# ---- design 1 ----
[src/rtl/pe_mac_pipe.sv]
// Systolic PE: pipelined signed fixed-point MAC with X/W forwarding and rounded dot-product output.
// Optional macro PE_MAC_SAT_EN: clamp out-of-range results instead of wrapping them.
module pe_mac_pipe #(
  parameter int unsigned D_W     = 16,
  parameter int unsigned FRAC_W  = 13,
  parameter int unsigned ACC_W   = 36,
  parameter int unsigned MUL_LAT = 2
) (
  input  logic           I_CLK,
  input  logic           I_RST_N,
  input  logic           I_VLD,
  input  logic           I_LAST,
  input  logic [D_W-1:0] I_X,
  input  logic [D_W-1:0] I_W,
  output logic           O_X_VLD,
  output logic           O_X_LAST,
  output logic [D_W-1:0] O_X,
  output logic [D_W-1:0] O_W,
  output logic           O_VLD,
  output logic [D_W-1:0] O_D,
  output logic           O_OVF
);

  localparam int unsigned P_W = 2 * D_W;
  localparam int unsigned S_W = ACC_W + 1;
  localparam int unsigned R_W = S_W - FRAC_W;

  logic signed [P_W-1:0]   prod_q [MUL_LAT];
  logic [MUL_LAT-1:0]      pv_q;
  logic [MUL_LAT-1:0]      pl_q;
  logic signed [ACC_W-1:0] acc_q;
  logic                    first_q;

  logic signed [ACC_W-1:0] prod_ext_c;
  logic signed [ACC_W-1:0] acc_next_c;
  logic signed [S_W-1:0]   s_c;
  logic signed [R_W-1:0]   r_c;
  logic                    ovf_c;
  logic [D_W-1:0]          d_c;

  // Forwarding registers; they also serve as the operand register of the multiplier.
  always_ff @(posedge I_CLK or negedge I_RST_N) begin
    if (!I_RST_N) begin
      O_X      <= '0;
      O_W      <= '0;
      O_X_VLD  <= 1'b0;
      O_X_LAST <= 1'b0;
    end else begin
      O_X_VLD  <= I_VLD;
      O_X_LAST <= I_VLD & I_LAST;
      if (I_VLD) begin
        O_X <= I_X;
        O_W <= I_W;
      end
    end
  end

  // Multiplier pipeline, product travels with its valid and last bits.
  always_ff @(posedge I_CLK or negedge I_RST_N) begin
    if (!I_RST_N) begin
      pv_q <= '0;
      pl_q <= '0;
      for (int unsigned k = 0; k < MUL_LAT; k++) prod_q[k] <= '0;
    end else begin
      prod_q[0] <= $signed(O_X) * $signed(O_W);
      pv_q[0]   <= O_X_VLD;
      pl_q[0]   <= O_X_LAST;
      for (int unsigned k = 1; k < MUL_LAT; k++) begin
        prod_q[k] <= prod_q[k-1];
        pv_q[k]   <= pv_q[k-1];
        pl_q[k]   <= pl_q[k-1];
      end
    end
  end

  // Accumulate, round half toward +inf, range check.
  always_comb begin
    prod_ext_c = ACC_W'(prod_q[MUL_LAT-1]);
    acc_next_c = (first_q ? '0 : acc_q) + prod_ext_c;
    s_c        = S_W'(acc_next_c) + (S_W'(1) << (FRAC_W - 1));
    r_c        = R_W'(s_c >>> FRAC_W);
    // Fits in D_W iff all bits from the D_W-1 sign position upward agree.
    ovf_c      = (|r_c[R_W-1:D_W-1]) && !(&r_c[R_W-1:D_W-1]);
`ifdef PE_MAC_SAT_EN
    if (ovf_c) d_c = r_c[R_W-1] ? {1'b1, {(D_W-1){1'b0}}} : {1'b0, {(D_W-1){1'b1}}};
    else       d_c = r_c[D_W-1:0];
`else
    d_c        = r_c[D_W-1:0];
`endif
  end

  always_ff @(posedge I_CLK or negedge I_RST_N) begin
    if (!I_RST_N) begin
      acc_q   <= '0;
      first_q <= 1'b1;
      O_VLD   <= 1'b0;
      O_D     <= '0;
      O_OVF   <= 1'b0;
    end else begin
      O_VLD <= 1'b0;
      if (pv_q[MUL_LAT-1]) begin
        acc_q   <= acc_next_c;
        first_q <= pl_q[MUL_LAT-1];
        if (pl_q[MUL_LAT-1]) begin
          O_VLD <= 1'b1;
          O_D   <= d_c;
          O_OVF <= ovf_c;
        end
      end
    end
  end

endmodule

[config.mk]
export PLATFORM = sky130hd
export DESIGN_NAME = pe_mac_pipe
export DESIGN_NICKNAME = d
export VERILOG_FILES = /design/src/rtl/pe_mac_pipe.sv
export SDC_FILE = /design/constraint.sdc
export NUM_CORES = 1
export LEC_CHECK = 0
export ABC_AREA = 1
export CAP_MARGIN = 20
export CORE_ASPECT_RATIO = 1.75
export CORE_UTILIZATION = 55
export CTS_CLUSTER_SIZE = 14
export DETAILED_ROUTE_END_ITERATION = 12
export GPL_TIMING_DRIVEN = 0
export PLACE_DENSITY = 0.74
export SLEW_MARGIN = 0
export SYNTH_ARGS = -nofsm -noshare
export SYNTH_HDL_FRONTEND = slang
export SYNTH_SLANG_ARGS = --single-unit
[constraint.sdc]
create_clock -name I_CLK -period 10.07 [get_ports I_CLK]
set_clock_uncertainty 0.1 [all_clocks]
set_input_delay 1.5105 -clock I_CLK [delete_from_list [all_inputs] [get_ports I_CLK]]
set_output_delay 1.5105 -clock I_CLK [all_outputs]
set_load 0.01 [all_outputs]
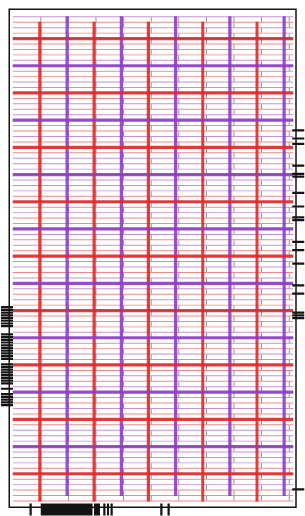
Design 1: floorplan with the power grid
Scale: 2 px per um. Pins as bars on the die edge. Tap cells in gray.
color	net
red	VSS
purple	VDD
met5 straps	17
tap cells	455
Placeable Area: 34000 sq um
DIE WIDTH: 143 um
die height: 248 um

==> impl_metrics.yaml <==
# generated from flow reports
status:
  status: "finished clean"
timing:
  finalCriticalPeriod_ns: 7.62
  rsz0062_at_grt: "no"
  hold_viol: 0
  setup_slack_ns: 2.45
  hold_slack_ns: 0.240
  setup_viol: 0
hold_path:
  holdPathEnd: "prod_ext_c[5]"
  hp-class: "flop to flop"
  whs_path_depth: 0
layout:
  fin_util: 0.624
  layout_top_cells: "672 x nand2_1, 631 x inv_1, 263 x fa_1, 156 x dfrtp_1, 139 x nor2_1"
  final_layout_size_suffix_gt1_frac: 0.0545
  diodes: 0
  lay_top_count: "nand2_1"
  sh_comb_area: 0.586
  seq_share: 0.185
  flop_area_sq_um: 3930
  flops: 157
  inv_count: 642
floorplanning:
  fp-row-count: 89
  io_pins: 88
  tap_cells: 455
critical_path:
  worst-path-buf-inv: 5
  reg2reg_depth: 23
  cp_slowest_cell: "fa_1"
  cp_data_arrival_time_ns: 7.91
  end_kind: "flop"
logic_synthesis:
  edf_count: 0
  synthTopCellsByArea: "fa_1 28%, dfrtp_1 20%, nand2_1 13%"
  ys_types: 44
  yosysTopAreaCell: "fa_1"
  ys.flop_type: "dfrtp_1"
  syn_nets: 2882
  synth_cells: 2465
  avgSynthCellArea_sq_um: 7.73
  most_common_cell: "nand2_1"
  ys_seq_share: 0.206
  top_area_frac: 0.276
  ys_ff: 157
clock_network:
  htree_num_levels: 4
  cts-root-buf: "clkbuf_16"
  cts_setup_buffers: 0
routing:
  vias_per_cell: 5.12
  drt_iter0_drc: 778
  routed_wl_mm: 55.3
  via_count: 15600
placed_design:
  detailed_place.area_sq_um: 20500
global_routing:
  grt_max_degree: 62
  grt_pass1_wl_mm: 87.3
flow_run:
  maxCapViolations: 0
==> routing by layer <==
layer / vias to the layer above / wire length, um / GRT usage
met5: - / 0 / 0
met4: 0 / 5070 / 0.284
met3: 207 / 2100 / 0.0425
met2: 476 / 30300 / 0.657
met1: 7490 / 17900 / 0.310
li1: 7391 / - / -

# ---- design 2 ----
--- config.mk ---
export PLATFORM = sky130hd
export DESIGN_NAME = inst_fetch_queue
export DESIGN_NICKNAME = d
export VERILOG_FILES = /design/src/rtl/inst_fetch_queue_pkg.sv /design/src/rtl/inst_fetch_queue_ram_2w2r.sv /design/src/rtl/inst_fetch_queue.sv
export SDC_FILE = /design/constraint.sdc
export NUM_CORES = 1
export LEC_CHECK = 0
export CORE_MARGIN = 3
export CORE_UTILIZATION = 60
export DETAILED_ROUTE_END_ITERATION = 12
export HOLD_SLACK_MARGIN = 0.05
export PLACE_DENSITY = 0.82
export SKIP_LAST_GASP = 1
export SYNTH_ARGS = -nofsm -noshare
export SYNTH_HDL_FRONTEND = slang
export SYNTH_SLANG_ARGS = --single-unit
--- constraint.sdc ---
create_clock -name clk -period 10.2 [get_ports clk]
set_input_delay 1.02 -clock clk [delete_from_list [all_inputs] [get_ports clk]]
set_output_delay 1.02 -clock clk [all_outputs]
set_load 0.02 [all_outputs]
--- src/rtl/inst_fetch_queue_pkg.sv ---
// Shared types and constants for the instruction fetch queue.
package inst_fetch_queue_pkg;

   localparam int IFQ_DEPTH   = 8;
   localparam int IFQ_PTR_W   = 3;
   localparam int IFQ_PC_W    = 32;
   localparam int IFQ_INST_W  = 32;
   localparam int IFQ_EXCP_W  = 7;
   localparam int IFQ_FLAG_W  = 2;
   localparam int IFQ_ENTRY_W = IFQ_PC_W + IFQ_INST_W + IFQ_EXCP_W + IFQ_FLAG_W;

   // andi r0,r0,0 -- presented on instruction outputs whose slot holds no entry
   localparam logic [IFQ_INST_W-1:0] INST_NOP = 32'h0340_0000;

   typedef struct packed {
      logic [IFQ_PC_W-1:0]   pc;
      logic [IFQ_INST_W-1:0] inst;
      logic [IFQ_EXCP_W-1:0] excp;
      logic [IFQ_FLAG_W-1:0] flag;
   } ifq_entry_t;

   // Number of valid slots in a fetch packet mask
   function automatic logic [1:0] mask_popcount(input logic [1:0] mask);
      return {1'b0, mask[0]} + {1'b0, mask[1]};
   endfunction

endpackage

--- src/rtl/inst_fetch_queue_ram_2w2r.sv ---
// Entry storage: DEPTH x entry register array, two write ports, two async read ports.
// The queue never drives both write ports at the same index in one cycle.
module ifq_ram_2w2r
   import inst_fetch_queue_pkg::*;
#(
   parameter int DEPTH = IFQ_DEPTH,
   parameter int PTR_W = IFQ_PTR_W
) (
   input  logic             clk,
   input  logic             we0,
   input  logic [PTR_W-1:0] waddr0,
   input  ifq_entry_t       wdata0,
   input  logic             we1,
   input  logic [PTR_W-1:0] waddr1,
   input  ifq_entry_t       wdata1,
   input  logic [PTR_W-1:0] raddr0,
   output ifq_entry_t       rdata0,
   input  logic [PTR_W-1:0] raddr1,
   output ifq_entry_t       rdata1
);

   ifq_entry_t mem_q [DEPTH];

   // Write both ports on the clock edge; contents are deliberately not reset
   always_ff @(posedge clk) begin
      if (we0) mem_q[waddr0] <= wdata0;
      if (we1) mem_q[waddr1] <= wdata1;
   end

   // Combinational reads so the decoder sees the head entries in the same cycle
   always_comb begin
      rdata0 = mem_q[raddr0];
      rdata1 = mem_q[raddr1];
   end

endmodule

--- src/rtl/inst_fetch_queue.sv ---
// Instruction fetch queue: compacts IF1 packets into a circular buffer and
// presents the two oldest entries to the dual-issue decoder.
module inst_fetch_queue
   import inst_fetch_queue_pkg::*;
#(
   parameter int DEPTH = IFQ_DEPTH,
   parameter int PTR_W = IFQ_PTR_W
) (
   input  logic                  clk,
   input  logic                  rst,
   input  logic                  flush,
   input  logic                  in_valid,
   output logic                  in_ready,
   input  logic [IFQ_PC_W-1:0]   in_pc,
   input  logic [IFQ_INST_W-1:0] in_inst0,
   input  logic [IFQ_INST_W-1:0] in_inst1,
   input  logic [1:0]            in_mask,
   input  logic [IFQ_EXCP_W-1:0] in_excp,
   input  logic [IFQ_FLAG_W-1:0] in_excp_flag,
   output logic [1:0]            out_valid,
   output logic [IFQ_PC_W-1:0]   out_pc0,
   output logic [IFQ_PC_W-1:0]   out_pc1,
   output logic [IFQ_INST_W-1:0] out_inst0,
   output logic [IFQ_INST_W-1:0] out_inst1,
   output logic [IFQ_EXCP_W-1:0] out_excp0,
   output logic [IFQ_EXCP_W-1:0] out_excp1,
   output logic [IFQ_FLAG_W-1:0] out_flag0,
   output logic [IFQ_FLAG_W-1:0] out_flag1,
   input  logic [1:0]            pop_num
);

   localparam logic [PTR_W:0] READY_MAX = (PTR_W+1)'(DEPTH - 2);

   logic [PTR_W-1:0] wptr_q, wptr_d;
   logic [PTR_W-1:0] rptr_q, rptr_d;
   logic [PTR_W:0]   count_q, count_d;

   logic             push;
   logic [1:0]       push_num;
   logic [1:0]       avail_num;
   logic             we0, we1;
   logic [PTR_W-1:0] waddr1, raddr1;
   ifq_entry_t       entry_lo, entry_hi, wdata0, wdata1, rdata0, rdata1;
   logic             pc_lsb_unused;

   // Build both slot entries and steer them so the valid ones land contiguously at wptr
   always_comb begin
      entry_lo      = '{pc: {in_pc[31:3], 3'b000}, inst: in_inst0, excp: in_excp, flag: in_excp_flag};
      entry_hi      = '{pc: {in_pc[31:3], 3'b100}, inst: in_inst1, excp: in_excp, flag: in_excp_flag};
      pc_lsb_unused = ^in_pc[2:0];
      in_ready      = (count_q <= READY_MAX);
      push          = in_valid & in_ready & ~flush;
      push_num      = push ? mask_popcount(in_mask) : 2'd0;
      we0           = push & (|in_mask);
      we1           = push & (&in_mask);
      wdata0        = in_mask[0] ? entry_lo : entry_hi;
      wdata1        = entry_hi;
      waddr1        = wptr_q + 1'b1;
   end

   // Pointer and occupancy update; flush overrides any push or pop in the same cycle
   always_comb begin
      wptr_d  = wptr_q;
      rptr_d  = rptr_q;
      count_d = count_q;
      if (flush) begin
         wptr_d  = '0;
         rptr_d  = '0;
         count_d = '0;
      end else begin
         wptr_d  = wptr_q + PTR_W'(push_num);
         rptr_d  = rptr_q + PTR_W'(pop_num);
         count_d = count_q + (PTR_W+1)'(push_num) - (PTR_W+1)'(pop_num);
      end
   end

   // State registers; reset drops every entry immediately
   always_ff @(posedge clk or posedge rst) begin
      if (rst) begin
         wptr_q  <= '0;
         rptr_q  <= '0;
         count_q <= '0;
      end else begin
         wptr_q  <= wptr_d;
         rptr_q  <= rptr_d;
         count_q <= count_d;
      end
   end

   ifq_ram_2w2r #(
      .DEPTH (DEPTH),
      .PTR_W (PTR_W)
   ) u_ram (
      .clk    (clk),
      .we0    (we0),
      .waddr0 (wptr_q),
      .wdata0 (wdata0),
      .we1    (we1),
      .waddr1 (waddr1),
      .wdata1 (wdata1),
      .raddr0 (rptr_q),
      .rdata0 (rdata0),
      .raddr1 (raddr1),
      .rdata1 (rdata1)
   );

   // Head and head+1 presented straight from the array; validity comes from the count alone
   always_comb begin
      raddr1       = rptr_q + 1'b1;
      out_valid[0] = |count_q;
      out_valid[1] = |count_q[PTR_W:1];
      avail_num    = out_valid[1] ? 2'd2 : (out_valid[0] ? 2'd1 : 2'd0);
      out_pc0      = rdata0.pc;
      out_pc1      = rdata1.pc;
      out_inst0    = out_valid[0] ? rdata0.inst : INST_NOP;
      out_inst1    = out_valid[1] ? rdata1.inst : INST_NOP;
      out_excp0    = rdata0.excp;
      out_excp1    = rdata1.excp;
      out_flag0    = rdata0.flag;
      out_flag1    = rdata1.flag;
   end

   pop_legal_a : assert property (@(posedge clk) disable iff (rst) pop_num <= avail_num);

endmodule
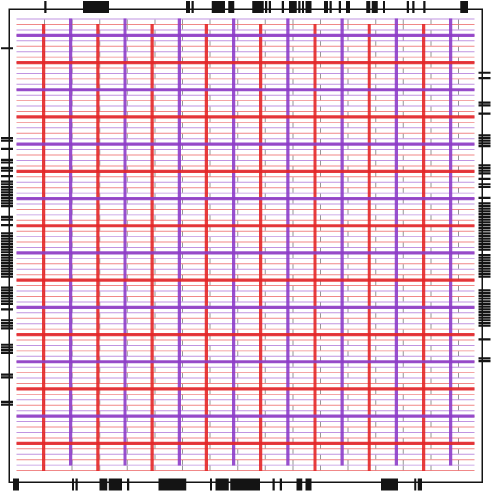
Design 2: floorplan with the power grid
Scale: 2 px per um. Pins as bars on the die edge. Tap cells in gray.
color	net
purple	VDD
red	VSS
tap cells	680
rows	83
signal pins	262

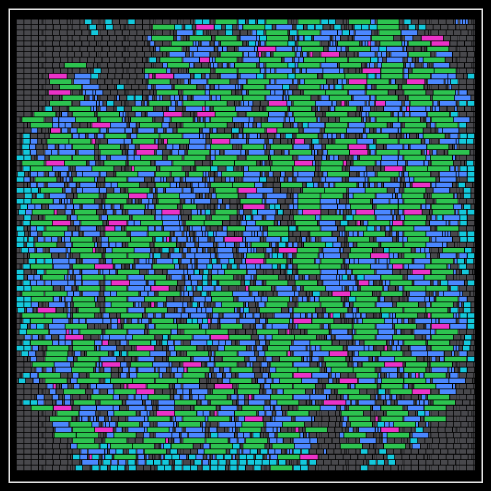
Design 2: cell classes on the final placement
Scale: 2 px per um. Fill, decap, tap and diode cells in gray.
color	class	cells
cyan	remaining buffers and delay cells	299
blue	remaining logic cells	1312
green	registers	578
magenta	clock drivers and dummy loads	111

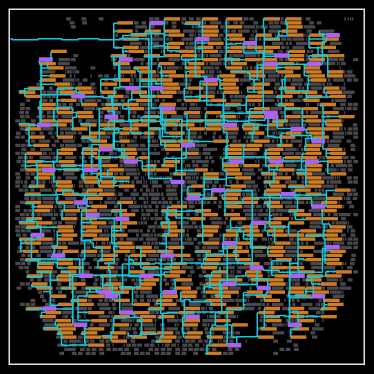
Design 2: clock wires, drivers and flops
Scale: 1.5 px per um.
[cyan] clock wires | length: 6710 um
[purple] clock-net drivers | count: 59
[orange] flip-flops | count: 578
flops lie	widely spread

cells by family (layout without fill, tap and decap cells):
family,Yosys count,in the layout
buffers and inverters,234,427
AOI/OAI and AO/OA,304,304
DFF,578,578
other,1,8
adders and majority gates,16,16
muxes,387,387
xor gates and xnor gates,8,8
and+or+nand+nor,576,576
registers in the layout, indices dropped and copies added, names as in the netlist:
register and count:
rptr_q 3, wptr_q 3, count_q 4, u_ram.mem_q 568
metal layers:
metal / vias up / share of wire
met2: 1368 / 0.50
met3: 290 / 0.11
met1: 10600 / 0.35
met4: 16 / 0.038
met5: - / 0.0013
li1: 8624 / -
==> impl_metrics.yaml <==
# generated from flow reports
logic_synthesis:
  ys_types: 41
  netlist_area_sq_um: 31700
  ys_cells: 2104
  async_flop_share: 0.0173
  common_cells: "560 x edfxtp_1, 284 x mux4_2, 256 x o2bb2ai_1"
  most_common_cell: "edfxtp_1"
  synth_cells: 2104
  yosysTopAreaCell: "edfxtp_1"
  ys.flop_type: "edfxtp_1"
  yosysChipArea_sq_um: 31700
  top_area_frac: 0.531
  synthMuxAreaShare: 0.236
clock_network:
  htree_num_levels: 2
  cts-root-buf: "clkbuf_16"
  clk_pin_slew_worst_paths_ns: 0.06
  numCtsBuffers: 59
  insertion_delay_ns: 0.62
floorplanning:
  die_area_sq_um: 55600
  die_y_um: 236
  fp-row-count: 83
  die_w_um: 236
  fp_util: 0.612
global_routing:
  gr-total-overflow: 0
  grt_pass1_wl_mm: 130
  grt_usage: 0.308
  busiest_layer: "met2"
  gr-usage-met1: 0.399
power_and_ir_drop:
  p_seq_frac: 0.408
  p_int_mw: 4.70
  p_clk_mw: 2.16
  power.group.top: "sequential cells"
  power.density_nw_per_um2: 181
  p_comb_frac: 0.267
  power_mw: 6.63
layout:
  area_delta_synth_final_pct: 15.4
  clock_buffer_count: 92
  postLayoutCellArea_sq_um: 36500
  n_all_buffers: 299
  inv_count: 17
  fin_cells: 2984
  fin_nets: 2379
  fill_cells: 3268
  fin_util: 0.706
  layout.area.comb_sq_um: 13600
  lay_top_count: "edfxtp_1"
  largest_class: "registers"
critical_path:
  reg2reg_depth: 9
  start_kind: "flop"
  end_kind: "output pin"
  regToRegSetupSlack_ns: 5.69
  worstPathRequired_ns: 9.18
  startpoint: "rptr_q[0]"
  cp_data_arrival_time_ns: 4.89
timing:
  relSlewSlack: 0.157
  finalCriticalPeriod_ns: 5.91
placed_design:
  place_hpwl_mm: 48.1
  detailed_place.area_sq_um: 34600
  gp_congestion: 0.806
  portBuffers: 254
hold_path:
  hp-class: "flop to flop"
  whs_path_depth: 1
  hp-start: "u_ram.mem_q[6][43]"
routing:
  via_count: 20900
  routed_wl_mm: 85.7
  drc: 0
status:
  status: "finished clean"

# ---- design 3 ----
`src/rtl/wb_sample_fifo_pkg.sv`:
```
// Shared register map, bit positions and packing helpers for the Wishbone sample FIFO slave.
package wb_sample_fifo_pkg;

    // Register offsets as decoded from wb_adr_i[3:2]
    localparam logic [1:0] REG_CTRL   = 2'd0;
    localparam logic [1:0] REG_STATUS = 2'd1;
    localparam logic [1:0] REG_TXDATA = 2'd2;
    localparam logic [1:0] REG_ID     = 2'd3;

    // CTRL fields
    localparam int unsigned CTRL_EN_BIT    = 0;
    localparam int unsigned CTRL_FLUSH_BIT = 1;
    localparam int unsigned CTRL_WM_LSB    = 8;

    // STATUS fields
    localparam int unsigned LEVEL_W        = 9;
    localparam int unsigned STAT_EMPTY_BIT = 9;
    localparam int unsigned STAT_FULL_BIT  = 10;
    localparam int unsigned STAT_OVF_BIT   = 16;

    localparam logic [7:0] LOW_WM_RESET = 8'h04;

    // FLUSH is write-only, so it always reads back as 0
    function automatic logic [31:0] pack_ctrl(input logic en, input logic [7:0] low_wm);
        logic [31:0] v;
        v                               = '0;
        v[CTRL_EN_BIT]                  = en;
        v[CTRL_WM_LSB +: 8]             = low_wm;
        return v;
    endfunction

    function automatic logic [31:0] pack_status(input logic [LEVEL_W-1:0] level,
                                                input logic empty,
                                                input logic full,
                                                input logic ovf);
        logic [31:0] v;
        v                 = '0;
        v[LEVEL_W-1:0]    = level;
        v[STAT_EMPTY_BIT] = empty;
        v[STAT_FULL_BIT]  = full;
        v[STAT_OVF_BIT]   = ovf;
        return v;
    endfunction

endpackage

```
`src/rtl/wb_sample_fifo_slave_core.sv`:
```
// Synchronous show-ahead FIFO with push/pop/flush and wrap-bit pointers.
module sample_fifo_core #(
    parameter int unsigned DEPTH = 16,
    parameter int unsigned WIDTH = 32
) (
    input  logic                       i_clk,
    input  logic                       i_rst_n,
    input  logic                       i_push,
    input  logic [WIDTH-1:0]           i_push_data,
    input  logic                       i_pop,
    input  logic                       i_flush,
    output logic                       o_full,
    output logic                       o_empty,
    output logic [$clog2(DEPTH):0]     o_level,
    output logic [WIDTH-1:0]           o_head
);

    localparam int unsigned AW = $clog2(DEPTH);

    logic [WIDTH-1:0] r_mem [DEPTH];
    logic [AW:0]      r_wr_ptr;
    logic [AW:0]      r_rd_ptr;
    logic             w_push_ok;
    logic             w_pop_ok;

    assign o_level = r_wr_ptr - r_rd_ptr;
    assign o_empty = (r_wr_ptr == r_rd_ptr);
    // Same slot index but opposite wrap bits means the writer lapped the reader
    assign o_full  = (r_wr_ptr[AW] != r_rd_ptr[AW]) &&
                     (r_wr_ptr[AW-1:0] == r_rd_ptr[AW-1:0]);
    assign o_head  = r_mem[r_rd_ptr[AW-1:0]];

    // A full FIFO rejects the push even when a pop frees a slot in the same cycle
    assign w_push_ok = i_push & ~o_full & ~i_flush;
    assign w_pop_ok  = i_pop & ~o_empty & ~i_flush;

    // Storage array; no reset needed since contents are qualified by the pointers
    always_ff @(posedge i_clk) begin
        if (w_push_ok) begin
            r_mem[r_wr_ptr[AW-1:0]] <= i_push_data;
        end
    end

    // Pointer update; flush wins over any concurrent push or pop
    always_ff @(posedge i_clk or negedge i_rst_n) begin
        if (!i_rst_n) begin
            r_wr_ptr <= '0;
            r_rd_ptr <= '0;
        end else if (i_flush) begin
            r_wr_ptr <= '0;
            r_rd_ptr <= '0;
        end else begin
            if (w_push_ok) r_wr_ptr <= r_wr_ptr + 1'b1;
            if (w_pop_ok)  r_rd_ptr <= r_rd_ptr + 1'b1;
        end
    end

endmodule

```
`src/rtl/wb_sample_fifo_slave.sv`:
```
// Wishbone B3 classic slave feeding a sample FIFO that drains on a valid/ready stream.
module wb_sample_fifo_slave
    import wb_sample_fifo_pkg::*;
#(
    parameter int unsigned DEPTH    = 16,
    parameter logic [31:0] ID_VALUE = 32'hCA0D_0001
) (
    input  logic        clk_clk,
    input  logic        reset_reset_n,
    input  logic        wb_cyc_i,
    input  logic        wb_stb_i,
    input  logic [31:0] wb_adr_i,
    input  logic [3:0]  wb_sel_i,
    input  logic        wb_we_i,
    input  logic [31:0] wb_dat_i,
    output logic [31:0] wb_dat_o,
    output logic        wb_ack_o,
    output logic        wb_err_o,
    output logic        wb_rty_o,
    output logic        smp_valid,
    input  logic        smp_ready,
    output logic [31:0] smp_data,
    output logic        irq_o
);

    localparam int unsigned AW = $clog2(DEPTH);

    logic               r_ack;
    logic               r_err;
    logic [31:0]        r_dat;
    logic               r_en;
    logic [7:0]         r_low_wm;
    logic               r_ovf;
    logic               r_irq;

    logic               w_req;
    logic [1:0]         w_reg;
    logic               w_bad;
    logic               w_acc;
    logic               w_wr;
    logic               w_push;
    logic               w_pop;
    logic               w_flush;
    logic               w_ctrl_wr;
    logic               w_ovf_clr;
    logic               w_full;
    logic               w_empty;
    logic [AW:0]        w_level;
    logic [LEVEL_W-1:0] w_level_ext;
    logic [31:0]        w_rdata;
    logic               w_unused;

    // Byte offset bits carry no information for word registers
    assign w_unused = ^wb_adr_i[1:0];

    // A new request is only taken while no termination is showing, giving one wait state
    assign w_req = wb_cyc_i & wb_stb_i & ~r_ack & ~r_err;
    assign w_reg = wb_adr_i[3:2];

    assign w_bad = (wb_adr_i[31:4] != '0) ||
                   (wb_we_i && (w_reg == REG_TXDATA) && (wb_sel_i != 4'hF)) ||
                   (wb_we_i && (w_reg == REG_ID));

    assign w_acc     = w_req & ~w_bad;
    assign w_wr      = w_acc & wb_we_i;
    assign w_push    = w_wr & (w_reg == REG_TXDATA);
    assign w_ctrl_wr = w_wr & (w_reg == REG_CTRL);
    assign w_flush   = w_ctrl_wr & wb_sel_i[0] & wb_dat_i[CTRL_FLUSH_BIT];
    assign w_ovf_clr = w_wr & (w_reg == REG_STATUS) & wb_sel_i[2] & wb_dat_i[STAT_OVF_BIT];

    assign smp_valid = r_en & ~w_empty;
    assign w_pop     = smp_valid & smp_ready;

    assign w_level_ext = LEVEL_W'(w_level);

    sample_fifo_core #(
        .DEPTH (DEPTH),
        .WIDTH (32)
    ) u_core (
        .i_clk       (clk_clk),
        .i_rst_n     (reset_reset_n),
        .i_push      (w_push),
        .i_push_data (wb_dat_i),
        .i_pop       (w_pop),
        .i_flush     (w_flush),
        .o_full      (w_full),
        .o_empty     (w_empty),
        .o_level     (w_level),
        .o_head      (smp_data)
    );

    // Read-data mux for the addressed register
    always_comb begin
        w_rdata = '0;
        case (w_reg)
            REG_CTRL:   w_rdata = pack_ctrl(r_en, r_low_wm);
            REG_STATUS: w_rdata = pack_status(w_level_ext, w_empty, w_full, r_ovf);
            REG_ID:     w_rdata = ID_VALUE;
            default:    w_rdata = '0;
        endcase
    end

    // Bus termination and registered read data, valid for the single termination cycle
    always_ff @(posedge clk_clk or negedge reset_reset_n) begin
        if (!reset_reset_n) begin
            r_ack <= 1'b0;
            r_err <= 1'b0;
            r_dat <= '0;
        end else begin
            r_ack <= w_acc;
            r_err <= w_req & w_bad;
            r_dat <= (w_acc && !wb_we_i) ? w_rdata : '0;
        end
    end

    // CTRL register, byte lanes honoured individually
    always_ff @(posedge clk_clk or negedge reset_reset_n) begin
        if (!reset_reset_n) begin
            r_en     <= 1'b0;
            r_low_wm <= LOW_WM_RESET;
        end else if (w_ctrl_wr) begin
            if (wb_sel_i[0]) r_en     <= wb_dat_i[CTRL_EN_BIT];
            if (wb_sel_i[1]) r_low_wm <= wb_dat_i[CTRL_WM_LSB +: 8];
        end
    end

    // Sticky overflow flag: set on a dropped push, cleared by writing 1
    always_ff @(posedge clk_clk or negedge reset_reset_n) begin
        if (!reset_reset_n) begin
            r_ovf <= 1'b0;
        end else if (w_push && w_full) begin
            r_ovf <= 1'b1;
        end else if (w_ovf_clr) begin
            r_ovf <= 1'b0;
        end
    end

    // Registered watermark/overflow interrupt
    always_ff @(posedge clk_clk or negedge reset_reset_n) begin
        if (!reset_reset_n) begin
            r_irq <= 1'b0;
        end else begin
            r_irq <= r_en & ((w_level_ext <= {1'b0, r_low_wm}) | r_ovf);
        end
    end

    assign wb_ack_o = r_ack;
    assign wb_err_o = r_err;
    assign wb_dat_o = r_dat;
    assign wb_rty_o = 1'b0;
    assign irq_o    = r_irq;

endmodule

```
`config.mk`:
```
export PLATFORM = sky130hd
export DESIGN_NAME = wb_sample_fifo_slave
export DESIGN_NICKNAME = d
export VERILOG_FILES = /design/src/rtl/wb_sample_fifo_pkg.sv /design/src/rtl/wb_sample_fifo_slave_core.sv /design/src/rtl/wb_sample_fifo_slave.sv
export SDC_FILE = /design/constraint.sdc
export NUM_CORES = 1
export LEC_CHECK = 0
export CORE_MARGIN = 10
export CORE_UTILIZATION = 40
export CTS_CLUSTER_DIAMETER = 60
export DETAILED_ROUTE_END_ITERATION = 16
export PLACE_DENSITY = 0.64
export SYNTH_ARGS = -nofsm -noshare
export SYNTH_HDL_FRONTEND = slang
export SYNTH_SLANG_ARGS = --single-unit
```
`constraint.sdc`:
```
create_clock -name clk_clk -period 7.17 [get_ports clk_clk]
set_input_delay 1.0755 -clock clk_clk [delete_from_list [all_inputs] [get_ports clk_clk]]
set_output_delay 1.0755 -clock clk_clk [all_outputs]
set_load 0.05 [all_outputs]
```
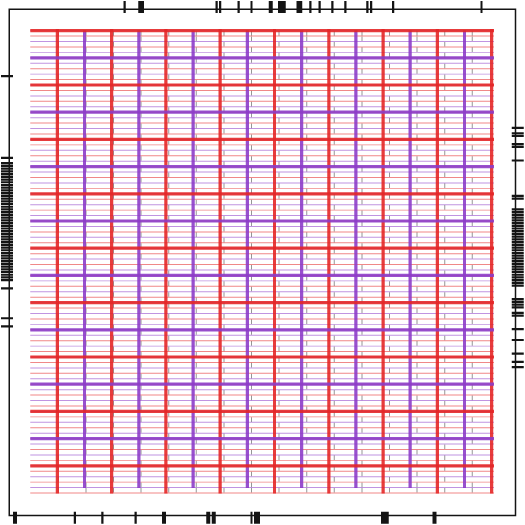
Design 3: floorplan with the power grid
Scale: 2 px per um. Pins as bars on the die edge. Tap cells in gray.
color	net
red	VSS
purple	VDD
met1 rails	86
rows	85
maximum vdd drop: 0.255 mV
DIE WIDTH: 252 um
die height: 252 um
Placeable Area: 53600 sq um

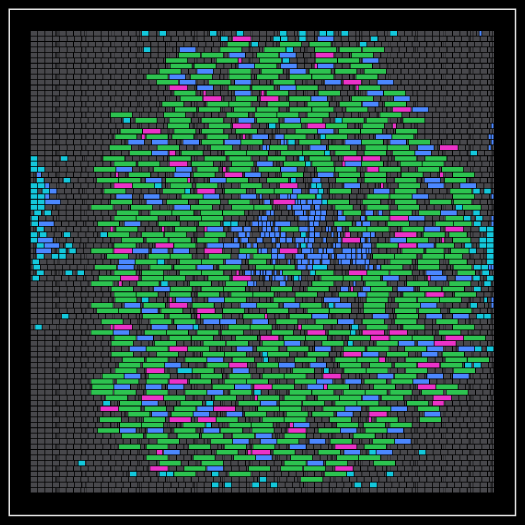
Design 3: cell classes on the final placement
Scale: 2 px per um. Fill, decap, tap and diode cells in gray.
color	class	cells
magenta	clock drivers and dummy loads	101
cyan	remaining buffers and delay cells	152
green	registers	550
blue	remaining logic cells	340
Seq area share: 0.641
Final Util: 0.475
post-route cell area: 25500 sq um
# rows: 85

==> impl_metrics.yaml <==
# generated from flow reports
status:
  status: "finished clean"
power_and_ir_drop:
  power.density_nw_per_um2: 256
  power_mw: 6.52
  p_seq_mw: 3.51
critical_path:
  start_kind: "flop"
  cp_data_arrival_time_ns: 3.90
  worstSetupPathDepth: 4
  crit_type: "flop to output pin"
  crit_family: "buffers and inverters"
  r2r-end: "u_core.r_mem[0][7]"
  slowest_delay_ns: 0.77
placed_design:
  detailed_place.area_sq_um: 23700
  place_hpwl_mm: 28.1
hold_path:
  hp-class: "flop to flop"
layout:
  clock_buffer_count: 64
  fin_nets: 1187
  final_layout_size_suffix_gt1_frac: 0.262
  fin_cells: 1839
  flop_area_sq_um: 16300
  buf_share: 0.0580
  diodes: 0
  largest_class: "registers"
timing:
  finalCriticalPeriod_ns: 4.98
  max_clock_freq_mhz: 201
  setup_slack_ns: 2.19
  hold_viol: 0
  post-route-period-util: 0.694
  worstMarginPinSlew_ns: 1.11
  relSlewSlack: 0.251
  drv_slew: 0
clock_network:
  numCtsBuffers: 54
  cts_hold_buf: 0
  insertion_delay_ns: 0.60
routing:
  dr.pass1.iters: 5
  routed_wl_mm: 48.9
  antenna_left: 0
  routed.top_layer: "met5"
  drt_iter0_drc: 939
  wl_met2_mm: 23.5
logic_synthesis:
  yosysTopAreaCell: "edfxtp_1"
  yosysChipArea_sq_um: 21600
  ys_ff: 550
  ys_cells: 936
  avgSynthCellArea_sq_um: 23.1
  synth_cells: 936
  compound_area_frac: 0.00550
  ys_top_logic_family: "multiplexers"
  edf_count: 512
  ys.flop_type: "edfxtp_1"
  yosys_warnings: 0
  top_area_frac: 0.712
global_routing:
  gr-total-overflow: 0
  grt_antenna_before_repair: 3
  gr-usage-met1: 0.211
floorplanning:
  die_area_sq_um: 63700
-- cell usage in the layout (no fill, tap or decap), types with 9 or more instances in the layout --
master and n:
buf_4 23, bufinv_16 9, clkbuf_1 10, clkbuf_16 54, clkdlybuf4s50_1 126, clkinv_1 11
clkinv_2 11, conb_1 13, dfrtp_1 34, edfxtp_1 512, ha_1 14, inv_1 10
mux4_2 160, nor2_1 17, xnor2_1 9
-- logic make-up after synthesis --
logic type / count (synthesis)
AND-OR/OR-AND: 17
XOR/XNOR: 12
adder cells (fa/ha/maj): 15
buffers and inverters: 69
flip-flops: 550
multiplexers: 171
other: 1
AND/OR/NAND/NOR: 101

# ---- design 4 ----
Design 4, floorplan with the power grid:
Scale: 3 px per um. Pins as bars on the die edge. Tap cells in gray.
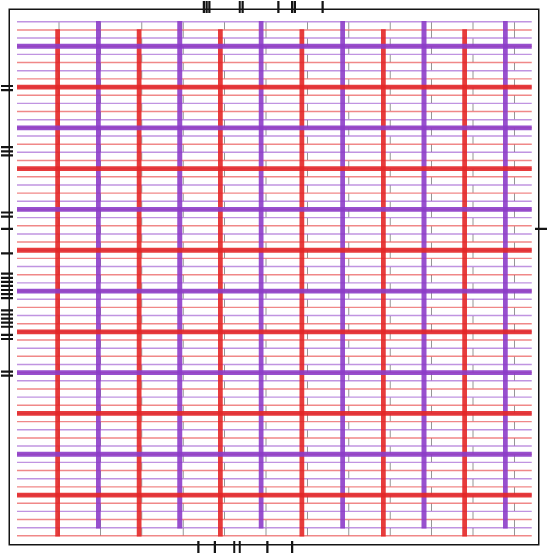
Design 4, cell classes on the final placement:
Scale: 3 px per um. Fill, decap, tap and diode cells in gray.
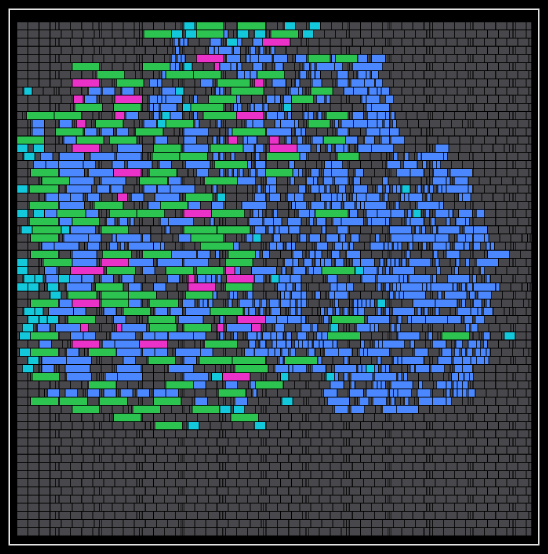
`src/rtl/alu_regfile_seq.sv`:
```
// alu_regfile_seq
//   Register file plus ALU with a small control FSM. It accepts one
//   three-address instruction at a time over a valid/ready handshake,
//   executes it, and writes the result back to the register file. Single-cycle
//   ops spend one cycle in EXEC. DIV/MOD spend DATA_W cycles in an iterative
//   restoring divider (DIV state).
//
//   Optional feature: define ALU_SAT_EN so that ADD/SUB clamp to the signed
//   max/min on signed overflow. The default build wraps modulo 2^DATA_W.
//
// Ports
//   clk            rising-edge clock
//   rst_n          asynchronous active-low reset
//   instr          {opcode[3:0], rd, rs1, rs2}; opcode at MSBs, rs2 at LSBs
//   instr_valid    instr is valid
//   instr_ready    high only in IDLE
//   result         last committed result, held until the next commit
//   result_valid   one-cycle pulse per completed instruction
//   zero_flag      registered zero flag
//   carry_flag     registered carry/borrow flag
//   overflow_flag  registered overflow flag
//   busy           high in EXEC or DIV
//   dbg_addr       debug read address
//   dbg_data       combinational read of reg[dbg_addr]
module alu_regfile_seq #(
    parameter int DATA_W  = 8,
    parameter int NREGS   = 8,
    parameter int ADDR_W  = $clog2(NREGS),
    parameter int INSTR_W = 4 + 3 * ADDR_W
) (
    input  logic               clk,
    input  logic               rst_n,
    input  logic [INSTR_W-1:0] instr,
    input  logic               instr_valid,
    output logic               instr_ready,
    output logic [DATA_W-1:0]  result,
    output logic               result_valid,
    output logic               zero_flag,
    output logic               carry_flag,
    output logic               overflow_flag,
    output logic               busy,
    input  logic [ADDR_W-1:0]  dbg_addr,
    output logic [DATA_W-1:0]  dbg_data
);

    localparam int CNT_W = (DATA_W > 1) ? $clog2(DATA_W) : 1;
    localparam logic [CNT_W-1:0] CNT_LAST = CNT_W'(DATA_W - 1);

    localparam logic [3:0] OP_ADD = 4'd0;
    localparam logic [3:0] OP_SUB = 4'd1;
    localparam logic [3:0] OP_MUL = 4'd2;
    localparam logic [3:0] OP_DIV = 4'd3;
    localparam logic [3:0] OP_MOD = 4'd4;
    localparam logic [3:0] OP_AND = 4'd5;
    localparam logic [3:0] OP_OR  = 4'd6;
    localparam logic [3:0] OP_XOR = 4'd7;
    localparam logic [3:0] OP_NOT = 4'd8;
    localparam logic [3:0] OP_MOV = 4'd9;

    typedef enum logic [1:0] {S_IDLE, S_EXEC, S_DIV} state_t;

`ifdef ALU_SAT_EN
    // Clamp value for a signed overflow; the sign of operand A decides the
    // direction for both ADD and SUB.
    function automatic logic [DATA_W-1:0] sat_clamp(input logic neg);
        return neg ? {1'b1, {(DATA_W-1){1'b0}}} : {1'b0, {(DATA_W-1){1'b1}}};
    endfunction
`endif

    state_t                    state;
    logic [DATA_W-1:0]         regs [NREGS];

    logic [3:0]                op_p0;
    logic [ADDR_W-1:0]         rd_p0;
    logic [DATA_W-1:0]         opa_p0;
    logic [DATA_W-1:0]         opb_p0;
    logic [DATA_W-1:0]         quo_p1;
    logic [DATA_W-1:0]         rem_p1;
    logic [CNT_W-1:0]          cnt_p1;

    logic [3:0]                op_in;
    logic [ADDR_W-1:0]         rd_in;
    logic [ADDR_W-1:0]         rs1_in;
    logic [ADDR_W-1:0]         rs2_in;
    logic                      accept;

    assign op_in  = instr[INSTR_W-1 -: 4];
    assign rd_in  = instr[3*ADDR_W-1 -: ADDR_W];
    assign rs1_in = instr[2*ADDR_W-1 -: ADDR_W];
    assign rs2_in = instr[ADDR_W-1:0];

    assign instr_ready = (state == S_IDLE);
    assign busy        = (state != S_IDLE);
    assign accept      = instr_ready && instr_valid;
    assign dbg_data    = regs[dbg_addr];

    // ---- stage p0 -> commit: single-cycle ALU on latched operands ----
    logic [DATA_W:0]           usum_p0;
    logic [DATA_W:0]           udif_p0;
    logic [2*DATA_W-1:0]       prod_p0;
    logic                      add_ovf_p0;
    logic                      sub_ovf_p0;
    logic [DATA_W-1:0]         alu_res;
    logic                      alu_c;
    logic                      alu_v;
    logic                      alu_wr;

    assign usum_p0 = {1'b0, opa_p0} + {1'b0, opb_p0};
    assign udif_p0 = {1'b0, opa_p0} - {1'b0, opb_p0};
    assign prod_p0 = {{DATA_W{1'b0}}, opa_p0} * {{DATA_W{1'b0}}, opb_p0};
    assign add_ovf_p0 = (opa_p0[DATA_W-1] == opb_p0[DATA_W-1]) &&
                        (usum_p0[DATA_W-1] != opa_p0[DATA_W-1]);
    assign sub_ovf_p0 = (opa_p0[DATA_W-1] != opb_p0[DATA_W-1]) &&
                        (udif_p0[DATA_W-1] != opa_p0[DATA_W-1]);

    always_comb begin
        alu_res = '0;
        alu_c   = 1'b0;
        alu_v   = 1'b0;
        alu_wr  = 1'b1;
        case (op_p0)
            OP_ADD: begin
                alu_res = usum_p0[DATA_W-1:0];
                alu_c   = usum_p0[DATA_W];
                alu_v   = add_ovf_p0;
`ifdef ALU_SAT_EN
                if (add_ovf_p0) alu_res = sat_clamp(opa_p0[DATA_W-1]);
`endif
            end
            OP_SUB: begin
                alu_res = udif_p0[DATA_W-1:0];
                alu_c   = udif_p0[DATA_W];
                alu_v   = sub_ovf_p0;
`ifdef ALU_SAT_EN
                if (sub_ovf_p0) alu_res = sat_clamp(opa_p0[DATA_W-1]);
`endif
            end
            OP_MUL: begin
                alu_res = prod_p0[DATA_W-1:0];
                alu_c   = |prod_p0[2*DATA_W-1:DATA_W];
            end
            OP_AND:  alu_res = opa_p0 & opb_p0;
            OP_OR:   alu_res = opa_p0 | opb_p0;
            OP_XOR:  alu_res = opa_p0 ^ opb_p0;
            OP_NOT:  alu_res = ~opa_p0;
            OP_MOV:  alu_res = opa_p0;
            default: alu_wr  = 1'b0;
        endcase
    end

    // ---- stage p1: one restoring-divide step per cycle ----
    // A zero divisor needs no special case: every trial subtraction succeeds,
    // leaving an all-ones quotient and the dividend as remainder.
    logic [DATA_W:0]           div_shl;
    logic [DATA_W:0]           div_sub;
    logic [DATA_W-1:0]         quo_nx;
    logic [DATA_W-1:0]         rem_nx;
    logic [DATA_W-1:0]         div_res;

    assign div_shl = {rem_p1, quo_p1[DATA_W-1]};
    assign div_sub = div_shl - {1'b0, opb_p0};
    assign rem_nx  = div_sub[DATA_W] ? div_shl[DATA_W-1:0] : div_sub[DATA_W-1:0];
    assign quo_nx  = {quo_p1[DATA_W-2:0], ~div_sub[DATA_W]};
    assign div_res = (op_p0 == OP_DIV) ? quo_nx : rem_nx;

    // ---- operand / divider datapath registers (no reset needed) ----
    always_ff @(posedge clk) begin
        if (accept) begin
            opa_p0 <= regs[rs1_in];
            opb_p0 <= regs[rs2_in];
            quo_p1 <= regs[rs1_in];
            rem_p1 <= '0;
        end else if (state == S_DIV) begin
            quo_p1 <= quo_nx;
            rem_p1 <= rem_nx;
        end
    end

    // ---- control FSM, register file and commit ----
    always_ff @(posedge clk or negedge rst_n) begin
        if (!rst_n) begin
            state         <= S_IDLE;
            op_p0         <= '0;
            rd_p0         <= '0;
            cnt_p1        <= '0;
            result        <= '0;
            result_valid  <= 1'b0;
            zero_flag     <= 1'b0;
            carry_flag    <= 1'b0;
            overflow_flag <= 1'b0;
            for (int i = 0; i < NREGS; i++) regs[i] <= DATA_W'(i);
        end else begin
            result_valid <= 1'b0;
            case (state)
                S_IDLE: begin
                    if (instr_valid) begin
                        op_p0  <= op_in;
                        rd_p0  <= rd_in;
                        cnt_p1 <= '0;
                        state  <= (op_in == OP_DIV || op_in == OP_MOD) ? S_DIV : S_EXEC;
                    end
                end
                S_EXEC: begin
                    result_valid <= 1'b1;
                    if (alu_wr) begin
                        regs[rd_p0]   <= alu_res;
                        result        <= alu_res;
                        zero_flag     <= (alu_res == '0);
                        carry_flag    <= alu_c;
                        overflow_flag <= alu_v;
                    end
                    state <= S_IDLE;
                end
                S_DIV: begin
                    cnt_p1 <= cnt_p1 + CNT_W'(1);
                    if (cnt_p1 == CNT_LAST) begin
                        result_valid  <= 1'b1;
                        regs[rd_p0]   <= div_res;
                        result        <= div_res;
                        zero_flag     <= (div_res == '0);
                        carry_flag    <= 1'b0;
                        overflow_flag <= (opb_p0 == '0);
                        state         <= S_IDLE;
                    end
                end
                default: state <= S_IDLE;
            endcase
        end
    end

endmodule

```
`config.mk`:
```
export PLATFORM = sky130hd
export DESIGN_NAME = alu_regfile_seq
export DESIGN_NICKNAME = d
export VERILOG_FILES = /design/src/rtl/alu_regfile_seq.sv
export SDC_FILE = /design/constraint.sdc
export NUM_CORES = 1
export LEC_CHECK = 0
export CAP_MARGIN = 5
export CORE_AREA = 2 2 174 176
export CTS_CLUSTER_DIAMETER = 40
export CTS_CLUSTER_SIZE = 24
export DETAILED_ROUTE_END_ITERATION = 8
export DIE_AREA = 0 0 176 178
export GPL_ROUTABILITY_DRIVEN = 0
export PLACE_DENSITY = 0.62
export SYNTH_ARGS = -nofsm -noshare
export SYNTH_HDL_FRONTEND = slang
export SYNTH_SLANG_ARGS = --single-unit
```
`constraint.sdc`:
```
create_clock -name clk -period 5.2 [get_ports clk]
set_input_delay 0.78 -clock clk [delete_from_list [all_inputs] [get_ports clk]]
set_output_delay 0.78 -clock clk [all_outputs]
set_load 0.05 [all_outputs]
```
==> impl_metrics.yaml <==
# generated from flow reports
status:
  status: "finished clean"
global_routing:
  gr-total-overflow: 0
  grt_max_degree: 48
  busiest_layer: "met2"
  grt_pass1_wl_mm: 43.5
  grt_usage: 0.182
layout:
  sh_comb_area: 0.561
  fin_cells: 1389
  diodes: 0
  clkCellAreaFrac: 0.0489
  flop_area_sq_um: 3100
  inv_count: 97
  seq_share: 0.268
  clock_buffer_count: 17
  postLayoutCellArea_sq_um: 11600
  n_all_buffers: 61
  final_layout_size_suffix_gt1_frac: 0.234
  fin_util: 0.393
critical_path:
  r2r-end: "regs[63]"
  end_kind: "flop"
  crit_path_frequent_cell: "inv_1"
  crit_type: "flop to flop"
  worstSetupPathDepth: 16
  path_max_fanout: 9
  cp_data_arrival_time_ns: 5.22
  reg2reg_from: "opa_p0[3]"
  reg2reg_depth: 16
routing:
  drc: 0
  wl_met2_mm: 12.9
  routed.top_layer: "met4"
  drt-met1-wl_mm: 12.1
  via_count: 7725
clock_network:
  cts_setup_buffers: 0
  cts_resized: 0
  clk_pin_slew_worst_paths_ns: 0.06
  cts_hold_buf: 0
  cts-root-buf: "clkbuf_16"
  insertion_delay_ns: 0.43
  cts_tree: "done"
  numCtsBuffers: 17
  ctsLongestPathBuffers: 2
  htree_num_levels: 4
  cts_sinks: 120
logic_synthesis:
  top_area_frac: 0.188
  synth.cellmix.simpleShare: 0.110
  async_flop_share: 0.733
  common_cells: "97 x nand2_1, 94 x mux2_2, 93 x inv_1"
  ys.flop_type: "dfrtp_1"
  yosysTopAreaCell: "dfrtp_1"
  ys_top_logic_family: "multiplexers"
  ys_cells: 949
  synth_cells: 949
  ys_types: 82
  yosysChipArea_sq_um: 10100
  syn_nets: 1080
  synthMuxAreaShare: 0.231
timing:
  setup_viol: 0
  finalCriticalPeriod_ns: 4.90
  setup_slack_ns: 0.297
  drv_slew: 0
  max_clock_freq_mhz: 204
floorplanning:
  die_y_um: 178
  fp-row-count: 63
  io_pins: 41
  tap_cells: 390
  die_area_sq_um: 31300
power_and_ir_drop:
  power_mw: 7.78
  ir_drop_mv: 0.393
flow_run:
  warnings: 44
About 'floorplan with the power grid' of design 4:
color	net
purple	VDD
red	VSS
rows	63
met1 rails	64

About 'cell classes on the final placement' of design 4:
color	class	cells
blue	remaining logic cells	786
magenta	clock drivers and dummy loads	32
green	registers	120
cyan	remaining buffers and delay cells	61

[power by group through the flow]
stage	clock network (mW)	logic [mW]	registers, mW
floorplan	0	3.56	1.71
global placement	0	4.79	1.73
detailed placement	0	4.83	1.75
CTS	1.16	4.87	1.74
global route	1.21	5.43	1.80
finish	1.15	4.88	1.75
[registers in the layout, summed over array words and instances, names as in the netlist, 2 cells and up]
signal	cells
cnt_p1	3
op_p0	4
opa_p0	8
opb_p0	8
quo_p1	8
rd_p0	3
regs	64
rem_p1	8
result	8
state	2


==> screenshots <==
Clock wires, drivers and flops.
shot_01.png
Scale: 2 px per um.
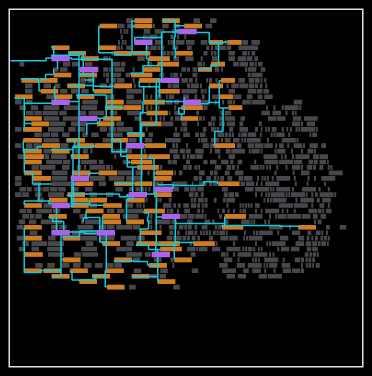
shot_02.png
Scale: 2 px per um.
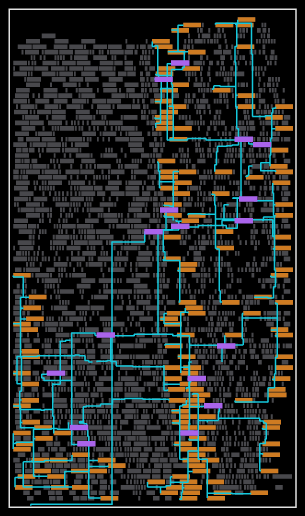
shot_03.png
Scale: 1.5 px per um.
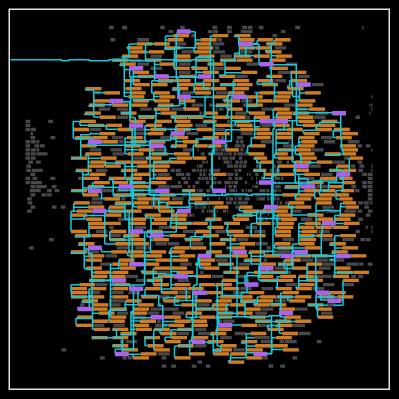
The one with the most sequential cells is shot_03.png.
The one with the largest die is shot_03.png.
shot_01.png: design 4
shot_03.png: design 3
shot_02.png: design 1

Power and IR drop assume default switching activity.
